######## player_mover ########
==> src/rtl/player_mover.sv <==
// Per-frame player motion unit: applies turn and move together, probes the map grid
// for the diagonal target and falls back to X-only then Y-only candidates (wall sliding).
module player_mover #(
    parameter int X_W        = 14,
    parameter int Y_W        = 13,
    parameter int ANGLE_W    = 8,
    parameter int TURN_SPEED = 2,
    parameter int RATE_DIV   = 1000000,
    parameter int GRID_LAT   = 1,
    parameter int INIT_X     = 0,
    parameter int INIT_Y     = 0,
    parameter int INIT_ANGLE = 0
) (
    input  logic               clock,
    input  logic               resetn,
    input  logic               start,
    output logic               done,
    input  logic               turn_right,
    input  logic               turn_left,
    input  logic               move_forward,
    input  logic               move_backward,
    input  logic [X_W-1:0]     cur_pos_x,
    input  logic [Y_W-1:0]     cur_pos_y,
    input  logic [ANGLE_W-1:0] cur_angle,
    input  logic [X_W:0]       dir_x,
    input  logic [Y_W:0]       dir_y,
    output logic [X_W-1:0]     probe_x,
    output logic [Y_W-1:0]     probe_y,
    input  logic [2:0]         grid_out,
    output logic [X_W-1:0]     next_pos_x,
    output logic [Y_W-1:0]     next_pos_y,
    output logic [ANGLE_W-1:0] next_angle,
    output logic               moved,
    output logic               blocked,
    output logic               rate_limited
);

    localparam int CNT_W = $clog2(RATE_DIV + 1);
    localparam int LAT_W = $clog2(GRID_LAT + 2);
    localparam logic [LAT_W-1:0] LAT_MAX = LAT_W'(GRID_LAT);

    typedef enum logic [2:0] {
        S_IDLE, S_RATE, S_PREDICT, S_PROBE_XY, S_PROBE_X, S_PROBE_Y, S_COMMIT, S_DONE
    } state_t;

    state_t             state;
    logic [CNT_W-1:0]   rate_cnt;
    logic [LAT_W-1:0]   lat_cnt;
    logic [X_W-1:0]     cur_x_r, tgt_x_r, res_x;
    logic [Y_W-1:0]     cur_y_r, tgt_y_r, res_y;
    logic [ANGLE_W-1:0] ang_r;
    logic               blk_r;

    logic               do_move;
    logic [X_W-1:0]     tgt_x;
    logic [Y_W-1:0]     tgt_y;
    logic [ANGLE_W-1:0] turned;
    logic               unused_sign;

    // Only the low bits of the direction vector matter: steps wrap modulo the coordinate range.
    assign unused_sign = dir_x[X_W] ^ dir_y[Y_W];

    always_comb begin
        do_move = move_forward ^ move_backward;
        tgt_x   = move_forward ? cur_pos_x + dir_x[X_W-1:0] : cur_pos_x - dir_x[X_W-1:0];
        tgt_y   = move_forward ? cur_pos_y + dir_y[Y_W-1:0] : cur_pos_y - dir_y[Y_W-1:0];
        case ({turn_right, turn_left})
            2'b10:   turned = cur_angle + ANGLE_W'(TURN_SPEED);
            2'b01:   turned = cur_angle - ANGLE_W'(TURN_SPEED);
            default: turned = cur_angle;
        endcase
    end

    always_ff @(posedge clock or negedge resetn) begin
        if (!resetn) begin
            state        <= S_IDLE;
            rate_cnt     <= '0;
            lat_cnt      <= '0;
            cur_x_r      <= '0;
            cur_y_r      <= '0;
            tgt_x_r      <= '0;
            tgt_y_r      <= '0;
            res_x        <= '0;
            res_y        <= '0;
            ang_r        <= '0;
            blk_r        <= 1'b0;
            probe_x      <= '0;
            probe_y      <= '0;
            next_pos_x   <= X_W'(INIT_X);
            next_pos_y   <= Y_W'(INIT_Y);
            next_angle   <= ANGLE_W'(INIT_ANGLE);
            done         <= 1'b0;
            moved        <= 1'b0;
            blocked      <= 1'b0;
            rate_limited <= 1'b0;
        end else begin
            done <= 1'b0;
            if (state == S_RATE && rate_cnt == '0)
                rate_cnt <= CNT_W'(RATE_DIV - 1);
            else if (rate_cnt != '0)
                rate_cnt <= rate_cnt - 1'b1;

            case (state)
                S_IDLE: if (start) state <= S_RATE;
                S_RATE: begin
                    if (rate_cnt != '0) begin
                        next_pos_x   <= cur_pos_x;
                        next_pos_y   <= cur_pos_y;
                        next_angle   <= cur_angle;
                        moved        <= 1'b0;
                        blocked      <= 1'b0;
                        rate_limited <= 1'b1;
                        state        <= S_DONE;
                    end else begin
                        state <= S_PREDICT;
                    end
                end
                S_PREDICT: begin
                    cur_x_r <= cur_pos_x;
                    cur_y_r <= cur_pos_y;
                    tgt_x_r <= tgt_x;
                    tgt_y_r <= tgt_y;
                    res_x   <= cur_pos_x;
                    res_y   <= cur_pos_y;
                    ang_r   <= turned;
                    blk_r   <= 1'b0;
                    lat_cnt <= '0;
                    if (do_move) begin
                        probe_x <= tgt_x;
                        probe_y <= tgt_y;
                        state   <= S_PROBE_XY;
                    end else begin
                        state <= S_COMMIT;
                    end
                end
                S_PROBE_XY, S_PROBE_X, S_PROBE_Y: begin
                    if (lat_cnt != LAT_MAX) begin
                        lat_cnt <= lat_cnt + 1'b1;
                    end else begin
                        lat_cnt <= '0;
                        if (grid_out == 3'd0) begin
                            res_x <= probe_x;
                            res_y <= probe_y;
                            state <= S_COMMIT;
                        end else begin
                            blk_r <= 1'b1;
                            if (state == S_PROBE_XY) begin
                                probe_x <= tgt_x_r;
                                probe_y <= cur_y_r;
                                state   <= S_PROBE_X;
                            end else if (state == S_PROBE_X) begin
                                probe_x <= cur_x_r;
                                probe_y <= tgt_y_r;
                                state   <= S_PROBE_Y;
                            end else begin
                                state <= S_COMMIT;
                            end
                        end
                    end
                end
                S_COMMIT: begin
                    next_pos_x   <= res_x;
                    next_pos_y   <= res_y;
                    next_angle   <= ang_r;
                    moved        <= (res_x != cur_x_r) || (res_y != cur_y_r);
                    blocked      <= blk_r;
                    rate_limited <= 1'b0;
                    state        <= S_DONE;
                end
                S_DONE: begin
                    done  <= 1'b1;
                    state <= S_IDLE;
                end
                default: state <= S_IDLE;
            endcase
        end
    end

endmodule

==> config.mk <==
export PLATFORM = sky130hd
export DESIGN_NAME = player_mover
export DESIGN_NICKNAME = d
export VERILOG_FILES = /design/src/rtl/player_mover.sv
export SDC_FILE = /design/constraint.sdc
export NUM_CORES = 1
export LEC_CHECK = 0
export ABC_AREA = 1
export ABC_CLOCK_PERIOD_IN_PS = 4900
export CAP_MARGIN = 20
export CORE_MARGIN = 2
export CORE_UTILIZATION = 45
export CTS_CLUSTER_SIZE = 28
export DETAILED_ROUTE_END_ITERATION = 7
export GPL_TIMING_DRIVEN = 1
export PLACE_DENSITY = 0.71
export SYNTH_ARGS = -nofsm -noshare
export SYNTH_HDL_FRONTEND = slang
export SYNTH_SLANG_ARGS = --single-unit
==> constraint.sdc <==
create_clock -name clock -period 4.9 [get_ports clock]
set_clock_uncertainty 0.2 [all_clocks]
set_input_delay 1.47 -clock clock [delete_from_list [all_inputs] [get_ports clock]]
set_output_delay 1.47 -clock clock [all_outputs]
set_load 0.03 [all_outputs]
######## ft2_bus_arbiter_flat ########
## config.mk

```make
export PLATFORM = sky130hd
export DESIGN_NAME = ft2_bus_arbiter_flat
export DESIGN_NICKNAME = d
export VERILOG_FILES = /design/src/rtl/ft2_bus_arbiter_if.sv /design/src/rtl/ft2_bus_arbiter.sv /design/src/flat_wrapper.sv
export SDC_FILE = /design/constraint.sdc
export NUM_CORES = 1
export LEC_CHECK = 0
export ABC_AREA = 1
export CAP_MARGIN = 20
export CELL_PAD_IN_SITES_DETAIL_PLACEMENT = 0
export CELL_PAD_IN_SITES_GLOBAL_PLACEMENT = 1
export CORE_AREA = 4 4 100 102
export CTS_BUF_LIST = sky130_fd_sc_hd__clkbuf_8
export DETAILED_ROUTE_END_ITERATION = 16
export DIE_AREA = 0 0 104 106
export PLACE_DENSITY_LB_ADDON = 0.2
export SLEW_MARGIN = 40
export SYNTH_ARGS = -nofsm -noshare
export SYNTH_HDL_FRONTEND = slang
export SYNTH_SLANG_ARGS = --single-unit
```

## constraint.sdc

```tcl
create_clock -name clk -period 5.47 [get_ports clk]
set_input_delay 0.8205 -clock clk [delete_from_list [all_inputs] [get_ports clk]]
set_output_delay 0.8205 -clock clk [all_outputs]
set_load 0.05 [all_outputs]
```

## src/rtl/ft2_bus_arbiter_if.sv

```systemverilog
// FT2232H async 245-FIFO pin bundle plus the word-level rx/tx handshakes.
// master: the arbiter side; slave: the environment (pins + DSO logic).
interface ft2_bus_arbiter_if;
   logic        rxf_n_in;
   logic        txe_n_in;
   logic [7:0]  d_in;
   logic [7:0]  d_out;
   logic        d_oe;
   logic        rd_n_out;
   logic        wr_n_out;
   logic [31:0] rx_data;
   logic        rx_valid;
   logic        rx_ready;
   logic [31:0] tx_data;
   logic        tx_valid;
   logic        tx_ready;

   modport master (
      input  rxf_n_in, txe_n_in, d_in, rx_ready, tx_data, tx_valid,
      output d_out, d_oe, rd_n_out, wr_n_out, rx_data, rx_valid, tx_ready
   );

   modport slave (
      output rxf_n_in, txe_n_in, d_in, rx_ready, tx_data, tx_valid,
      input  d_out, d_oe, rd_n_out, wr_n_out, rx_data, rx_valid, tx_ready
   );
endinterface

```

## src/rtl/ft2_bus_arbiter.sv

```systemverilog
// FT2232H 245-FIFO bus arbiter: assembles rx bytes into 32-bit words and
// serialises tx words, sharing the byte bus round-robin between directions.
// All pin outputs are registered from the next state, so strobes and the
// output enable change together and cannot glitch or overlap.
// Optional: define FT2_RX_PRIORITY_EN for fixed rx-over-tx priority.
//
// state    | meaning
// IDLE     | bus released, choose next direction
// RD_LOW   | RD# low for RD_PULSE cycles, byte sampled on last cycle
// RD_RECOV | RD# high for RD_RECOVER cycles before next access
// WR_SET   | d_oe/d_out driven for WR_SETUP cycles before WR# falls
// WR_LOW   | WR# low for WR_PULSE cycles, d_out held
// WR_HOLD  | WR# high, data still driven for 1 cycle
module ft2_bus_arbiter #(
   parameter int RD_PULSE   = 3,
   parameter int RD_RECOVER = 2,
   parameter int WR_SETUP   = 1,
   parameter int WR_PULSE   = 3
) (
   input  logic                clk,
   input  logic                rst,
   ft2_bus_arbiter_if.master   bus
);

   typedef enum logic [2:0] {
      IDLE, RD_LOW, RD_RECOV, WR_SET, WR_LOW, WR_HOLD
   } state_t;

   localparam logic [3:0] RD_PULSE_M1   = 4'(RD_PULSE - 1);
   localparam logic [3:0] RD_RECOVER_M1 = 4'(RD_RECOVER - 1);
   localparam logic [3:0] WR_SETUP_M1   = 4'(WR_SETUP - 1);
   localparam logic [3:0] WR_PULSE_M1   = 4'(WR_PULSE - 1);

   state_t      state, state_nxt;
   logic [3:0]  timer, timer_load;
   logic [1:0]  rx_cnt, tx_cnt;
   logic [31:0] tx_buf;
   logic [7:0]  tx_byte;
   logic        rx_elig, tx_elig;
   logic        rd_last;

`ifndef FT2_RX_PRIORITY_EN
   localparam logic GRANT_RX = 1'b0;
   localparam logic GRANT_TX = 1'b1;
   logic        last_grant, last_grant_nxt;
`endif

   assign rx_elig = !bus.rxf_n_in && !bus.rx_valid;
   assign tx_elig = !bus.txe_n_in && !bus.tx_ready;
   assign rd_last = (state == RD_LOW) && (timer == 4'd0);

   // Next-state selection and arbitration.
   always_comb begin
      state_nxt = state;
`ifndef FT2_RX_PRIORITY_EN
      last_grant_nxt = last_grant;
`endif
      case (state)
         IDLE: begin
`ifdef FT2_RX_PRIORITY_EN
            if (rx_elig)      state_nxt = RD_LOW;
            else if (tx_elig) state_nxt = WR_SET;
`else
            // Every grant updates last_grant so a tie always goes to the
            // direction served least recently.
            if (rx_elig && (!tx_elig || last_grant == GRANT_TX)) begin
               state_nxt      = RD_LOW;
               last_grant_nxt = GRANT_RX;
            end else if (tx_elig) begin
               state_nxt      = WR_SET;
               last_grant_nxt = GRANT_TX;
            end
`endif
         end
         RD_LOW:   if (timer == 4'd0) state_nxt = RD_RECOV;
         RD_RECOV: if (timer == 4'd0) state_nxt = IDLE;
         WR_SET:   if (timer == 4'd0) state_nxt = WR_LOW;
         WR_LOW:   if (timer == 4'd0) state_nxt = WR_HOLD;
         WR_HOLD:  state_nxt = IDLE;
         default:  state_nxt = IDLE;
      endcase
   end

   // Dwell time of the state being entered, minus one (timer counts to 0).
   always_comb begin
      timer_load = 4'd0;
      case (state_nxt)
         RD_LOW:   timer_load = RD_PULSE_M1;
         RD_RECOV: timer_load = RD_RECOVER_M1;
         WR_SET:   timer_load = WR_SETUP_M1;
         WR_LOW:   timer_load = WR_PULSE_M1;
         default:  timer_load = 4'd0;
      endcase
   end

   // Byte of the tx word currently due, first byte from [31:24].
   always_comb begin
      tx_byte = 8'h00;
      case (tx_cnt)
         2'd0: tx_byte = tx_buf[31:24];
         2'd1: tx_byte = tx_buf[23:16];
         2'd2: tx_byte = tx_buf[15:8];
         2'd3: tx_byte = tx_buf[7:0];
         default: tx_byte = 8'h00;
      endcase
   end

   // State register and dwell timer.
   always_ff @(posedge clk or posedge rst) begin
      if (rst) begin
         state <= IDLE;
         timer <= 4'd0;
`ifndef FT2_RX_PRIORITY_EN
         last_grant <= GRANT_TX;
`endif
      end else begin
         state <= state_nxt;
`ifndef FT2_RX_PRIORITY_EN
         last_grant <= last_grant_nxt;
`endif
         if (state_nxt != state) timer <= timer_load;
         else if (timer != 4'd0) timer <= timer - 4'd1;
      end
   end

   // Receive assembly and rx handshake.
   always_ff @(posedge clk or posedge rst) begin
      if (rst) begin
         bus.rx_data  <= 32'h0;
         bus.rx_valid <= 1'b0;
         rx_cnt       <= 2'd0;
      end else begin
         if (bus.rx_valid && bus.rx_ready) bus.rx_valid <= 1'b0;
         if (rd_last) begin
            case (rx_cnt)
               2'd0: bus.rx_data[31:24] <= bus.d_in;
               2'd1: bus.rx_data[23:16] <= bus.d_in;
               2'd2: bus.rx_data[15:8]  <= bus.d_in;
               2'd3: bus.rx_data[7:0]   <= bus.d_in;
               default: ;
            endcase
            rx_cnt <= rx_cnt + 2'd1;
            if (rx_cnt == 2'd3) bus.rx_valid <= 1'b1;
         end
      end
   end

   // Transmit buffer and tx handshake.
   always_ff @(posedge clk or posedge rst) begin
      if (rst) begin
         tx_buf       <= 32'h0;
         tx_cnt       <= 2'd0;
         bus.tx_ready <= 1'b1;
      end else begin
         if (bus.tx_valid && bus.tx_ready) begin
            tx_buf       <= bus.tx_data;
            bus.tx_ready <= 1'b0;
         end
         if (state == WR_HOLD) begin
            tx_cnt <= tx_cnt + 2'd1;
            if (tx_cnt == 2'd3) bus.tx_ready <= 1'b1;
         end
      end
   end

   // Pin outputs registered from the next state.
   always_ff @(posedge clk or posedge rst) begin
      if (rst) begin
         bus.rd_n_out <= 1'b1;
         bus.wr_n_out <= 1'b1;
         bus.d_oe     <= 1'b0;
         bus.d_out    <= 8'h00;
      end else begin
         bus.rd_n_out <= (state_nxt != RD_LOW);
         bus.wr_n_out <= (state_nxt != WR_LOW);
         bus.d_oe     <= (state_nxt == WR_SET) || (state_nxt == WR_LOW) ||
                         (state_nxt == WR_HOLD);
         if (state_nxt == WR_SET) bus.d_out <= tx_byte;
      end
   end

endmodule

```

## src/flat_wrapper.sv

```systemverilog
// flat-port wrapper written by rule: the top's interface ports become plain ports
module ft2_bus_arbiter_flat 
#(
   parameter int RD_PULSE   = 3,
   parameter int RD_RECOVER = 2,
   parameter int WR_SETUP   = 1,
   parameter int WR_PULSE   = 3
)
  (clk, rst, bus_rxf_n_in, bus_txe_n_in, bus_d_in, bus_rx_ready, bus_tx_data, bus_tx_valid, bus_d_out, bus_d_oe, bus_rd_n_out, bus_wr_n_out, bus_rx_data, bus_rx_valid, bus_tx_ready);
  ft2_bus_arbiter_if bus_i ();
  input  logic clk;
  input  logic rst;
  input wire logic [$bits(bus_i.rxf_n_in)-1:0] bus_rxf_n_in;
  input wire logic [$bits(bus_i.txe_n_in)-1:0] bus_txe_n_in;
  input wire logic [$bits(bus_i.d_in)-1:0] bus_d_in;
  input wire logic [$bits(bus_i.rx_ready)-1:0] bus_rx_ready;
  input wire logic [$bits(bus_i.tx_data)-1:0] bus_tx_data;
  input wire logic [$bits(bus_i.tx_valid)-1:0] bus_tx_valid;
  output wire logic [$bits(bus_i.d_out)-1:0] bus_d_out;
  output wire logic [$bits(bus_i.d_oe)-1:0] bus_d_oe;
  output wire logic [$bits(bus_i.rd_n_out)-1:0] bus_rd_n_out;
  output wire logic [$bits(bus_i.wr_n_out)-1:0] bus_wr_n_out;
  output wire logic [$bits(bus_i.rx_data)-1:0] bus_rx_data;
  output wire logic [$bits(bus_i.rx_valid)-1:0] bus_rx_valid;
  output wire logic [$bits(bus_i.tx_ready)-1:0] bus_tx_ready;
  assign bus_i.rxf_n_in = bus_rxf_n_in;
  assign bus_i.txe_n_in = bus_txe_n_in;
  assign bus_i.d_in = bus_d_in;
  assign bus_i.rx_ready = bus_rx_ready;
  assign bus_i.tx_data = bus_tx_data;
  assign bus_i.tx_valid = bus_tx_valid;
  assign bus_d_out = bus_i.d_out;
  assign bus_d_oe = bus_i.d_oe;
  assign bus_rd_n_out = bus_i.rd_n_out;
  assign bus_wr_n_out = bus_i.wr_n_out;
  assign bus_rx_data = bus_i.rx_data;
  assign bus_rx_valid = bus_i.rx_valid;
  assign bus_tx_ready = bus_i.tx_ready;
  ft2_bus_arbiter #(.RD_PULSE(RD_PULSE), .RD_RECOVER(RD_RECOVER), .WR_SETUP(WR_SETUP), .WR_PULSE(WR_PULSE)) u_core (.clk(clk), .rst(rst), .bus(bus_i));
endmodule
```

Fig. 1: ft2_bus_arbiter_flat, sizing map
Bar = 20 um.
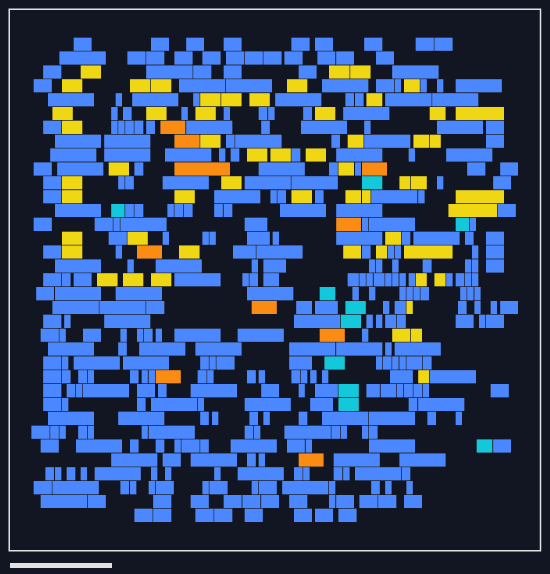
- yellow: drive 2 (cells 56; share 12%)
- orange: drive 6 and up (cells 10; share 2.2%)
- blue: drive 1 or less (cells 379; share 83%)
- cyan: drive 3 to 4 (cells 10; share 2.2%)
post-route cell area: 5000 um2
Non-Clock Buffer Count: 92

==> run_results.csv, ft2_bus_arbiter_flat <==
group,metric,value,unit
power,p_total,3.12,mW
timing,finalCriticalPeriod,2.52,ns
yosys,yosysSeqAreaShare,58.0,%
final_layout,nNetsFinal,505,
global_routing,top_usage_layer,"met2",
final_layout,layout_top_cell,"clkdlybuf4s50_1",
yosys,synth.distinct_cells,31,
global_routing,grt_pass1_vias,2796,
yosys,edf_count,0,
status,outcome,"finished, final reports clean",
floorplanning,initial_core_util,42.3,%
yosys,ys_ff,89,
final_layout,fin_cells,566,
power,clock_power,0.431,mW
power,switching_share,47.1,%
global_routing,grt_pass1_wl,13.5,mm
timing,finalCritPeriodShare,46.1,%
clock_tree,cts_buffer_depth,2,
final_layout,logic_gate_count,229,
global_routing,antenna_found_initial,0,
yosys,syn-instance-count,359,
setup_path,crit_family,"buffers and inverters",
route,wire_per_inst,14.4,um
route,drt_first_pass_iters,4,
job,log.warning_count,32,
setup_path,arrival,1.70,ns
yosys,top_cell,"dfrtp_1",
setup_path,critPathMaxStageDelay,0.80,ns
placement,finalWeightedCongestion,0.836,
yosys,yosysCellCount,359,
setup_path,startpoint,"u_core.bus.tx_ready$_DFF_PP1_",
power,pg_comb,1.66,mW
floorplanning,die_h,106,um
setup_path,r2r_slack,3.72,ns
yosys,async_reset_ff_share,100,%
placement,placed_cell_area,4820,um2
yosys,ys_sh_aoi,9.98,%
power,power_density,624,nW/um2
power,clock_power_share,13.8,%
final_layout,area_growth,30.0,%
floorplanning,rows,35,
clock_tree,htreeDepth,3,
yosys,netlist_top_cells_area,"dfrtp_1, mux2_2, nand2_1",
power,p_leak,2.37,nW
yosys,ys_warn_count,0,
route,wl_met2,3.90,mm
final_layout,num-clock-buffers,9,
Fig. 2: player_mover, sizing map
Bar = 50 um.
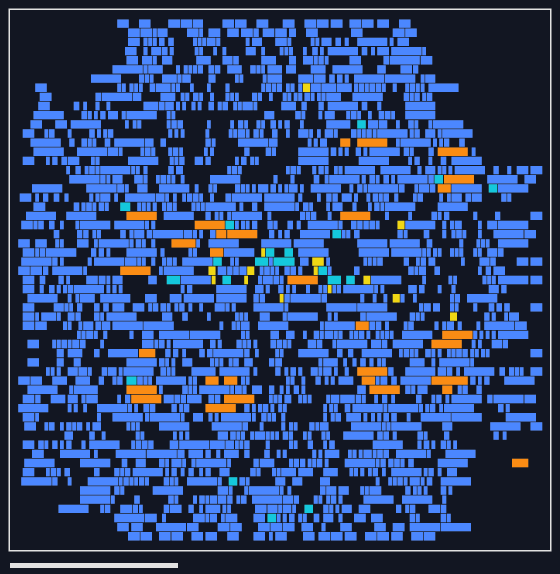
- blue: drive 1 or less (cells 1573; share 96%)
- orange: drive 6 and up (cells 30; share 1.8%)
- cyan: drive 3 to 4 (cells 20; share 1.2%)
- yellow: drive 2 (cells 14; share 0.86%)
Area Growth Syn to Fin: 20.3%
post-route cell area: 13300 um2
Non-Clock Buffer Count: 150
post-route setup slack: 0.865 ns

==> run_results.csv, player_mover <==
group,metric,value,unit
job,cap_viol_max_count,0,
clock_tree,clockRootBuffer,"clkbuf_16",
min_path,holdCritPathClass,"flop to flop",
final_layout,fill_cells,2332,
clock_tree,clkSlewWorstSetupHoldPaths,0.07,ns
power,maxPowerGroup,"combinational cells",
final_layout,largest_reg_flops,20,
yosys,async_reset_ff_share,100,%
yosys,top_cell,"nand2_1",
yosys,edf_count,0,
timing,final-setup-viol-count,0,
setup_path,cp.depth,18,
yosys,syn_avg_cell_area,7.28,um2
setup_path,path_max_fanout,4,
yosys,synthTopLogicFamily,"simple AND/OR/NAND/NOR gates",
yosys,ys_sh_simple,26.3,%
power,peakVddDrop,0.520,mV
global_routing,grt_max_degree,89,
yosys,synth.cell_area,11000,um2
final_layout,buffer_area_share,11.2,%
yosys,syn_nets,1627,
timing,finalCritPeriodShare,82.3,%
job,log.warning_count,31,
clock_tree,hold_buffers,0,
status,outcome,"finished, final reports clean",
final_layout,inverters,160,
final_layout,drive_gt1_share,3.91,%
timing,final-hold-violation-count,0,
setup_path,cp.required,5.01,ns
timing,rsz0062_at_grt,"false",
yosys,syn-instance-count,1513,
setup_path,startpoint,"dir_x[0]",
floorplanning,core,24200,um2
yosys,yosys.area_share.xor_xnor,5.57,%
power,clock_power,1.41,mW
setup_path,crit_slowest_cell,"clkdlybuf4s50_1",
placement,hpwlAfterDp,21.2,mm
global_routing,grt_usage,24.0,%
final_layout,logic_area,5630,um2
yosys,yosys-stat-area,11000,um2

==> screenshots <==
Ports around the boundary.
Pins as bars across the die edge, other pins in gray.
shot_01.png
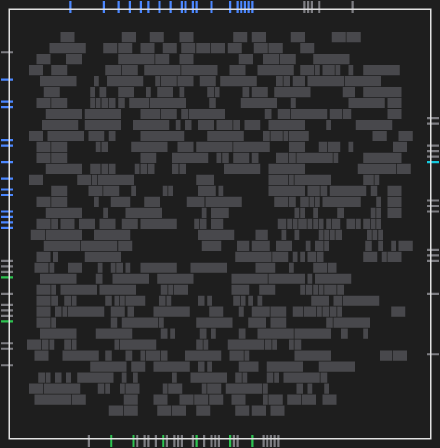
shot_02.png
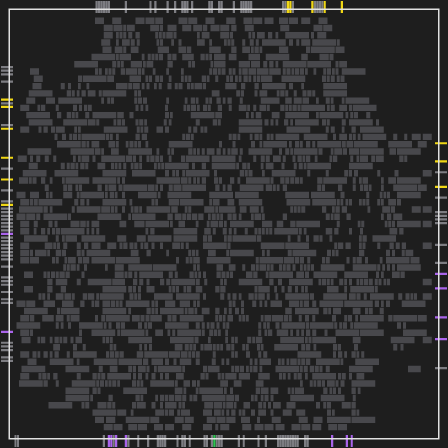
shot_02.png: player_mover
shot_01.png: ft2_bus_arbiter_flat



==> screenshots <==
Clock wiring as the flow saved it.
image #1
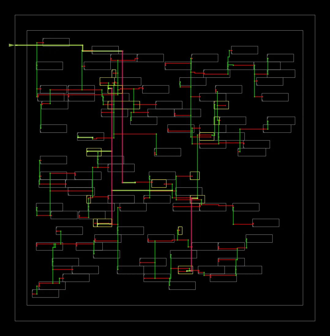
image #2
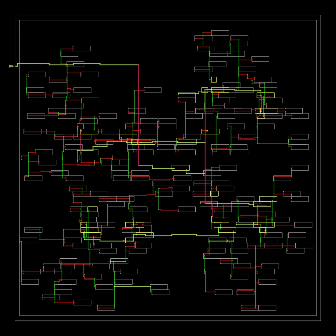
image #2 -> player_mover
image #1 -> ft2_bus_arbiter_flat
The one with the most sequential cells is image #2.

No activity file was given, so power comes from the tool's default toggle rates.
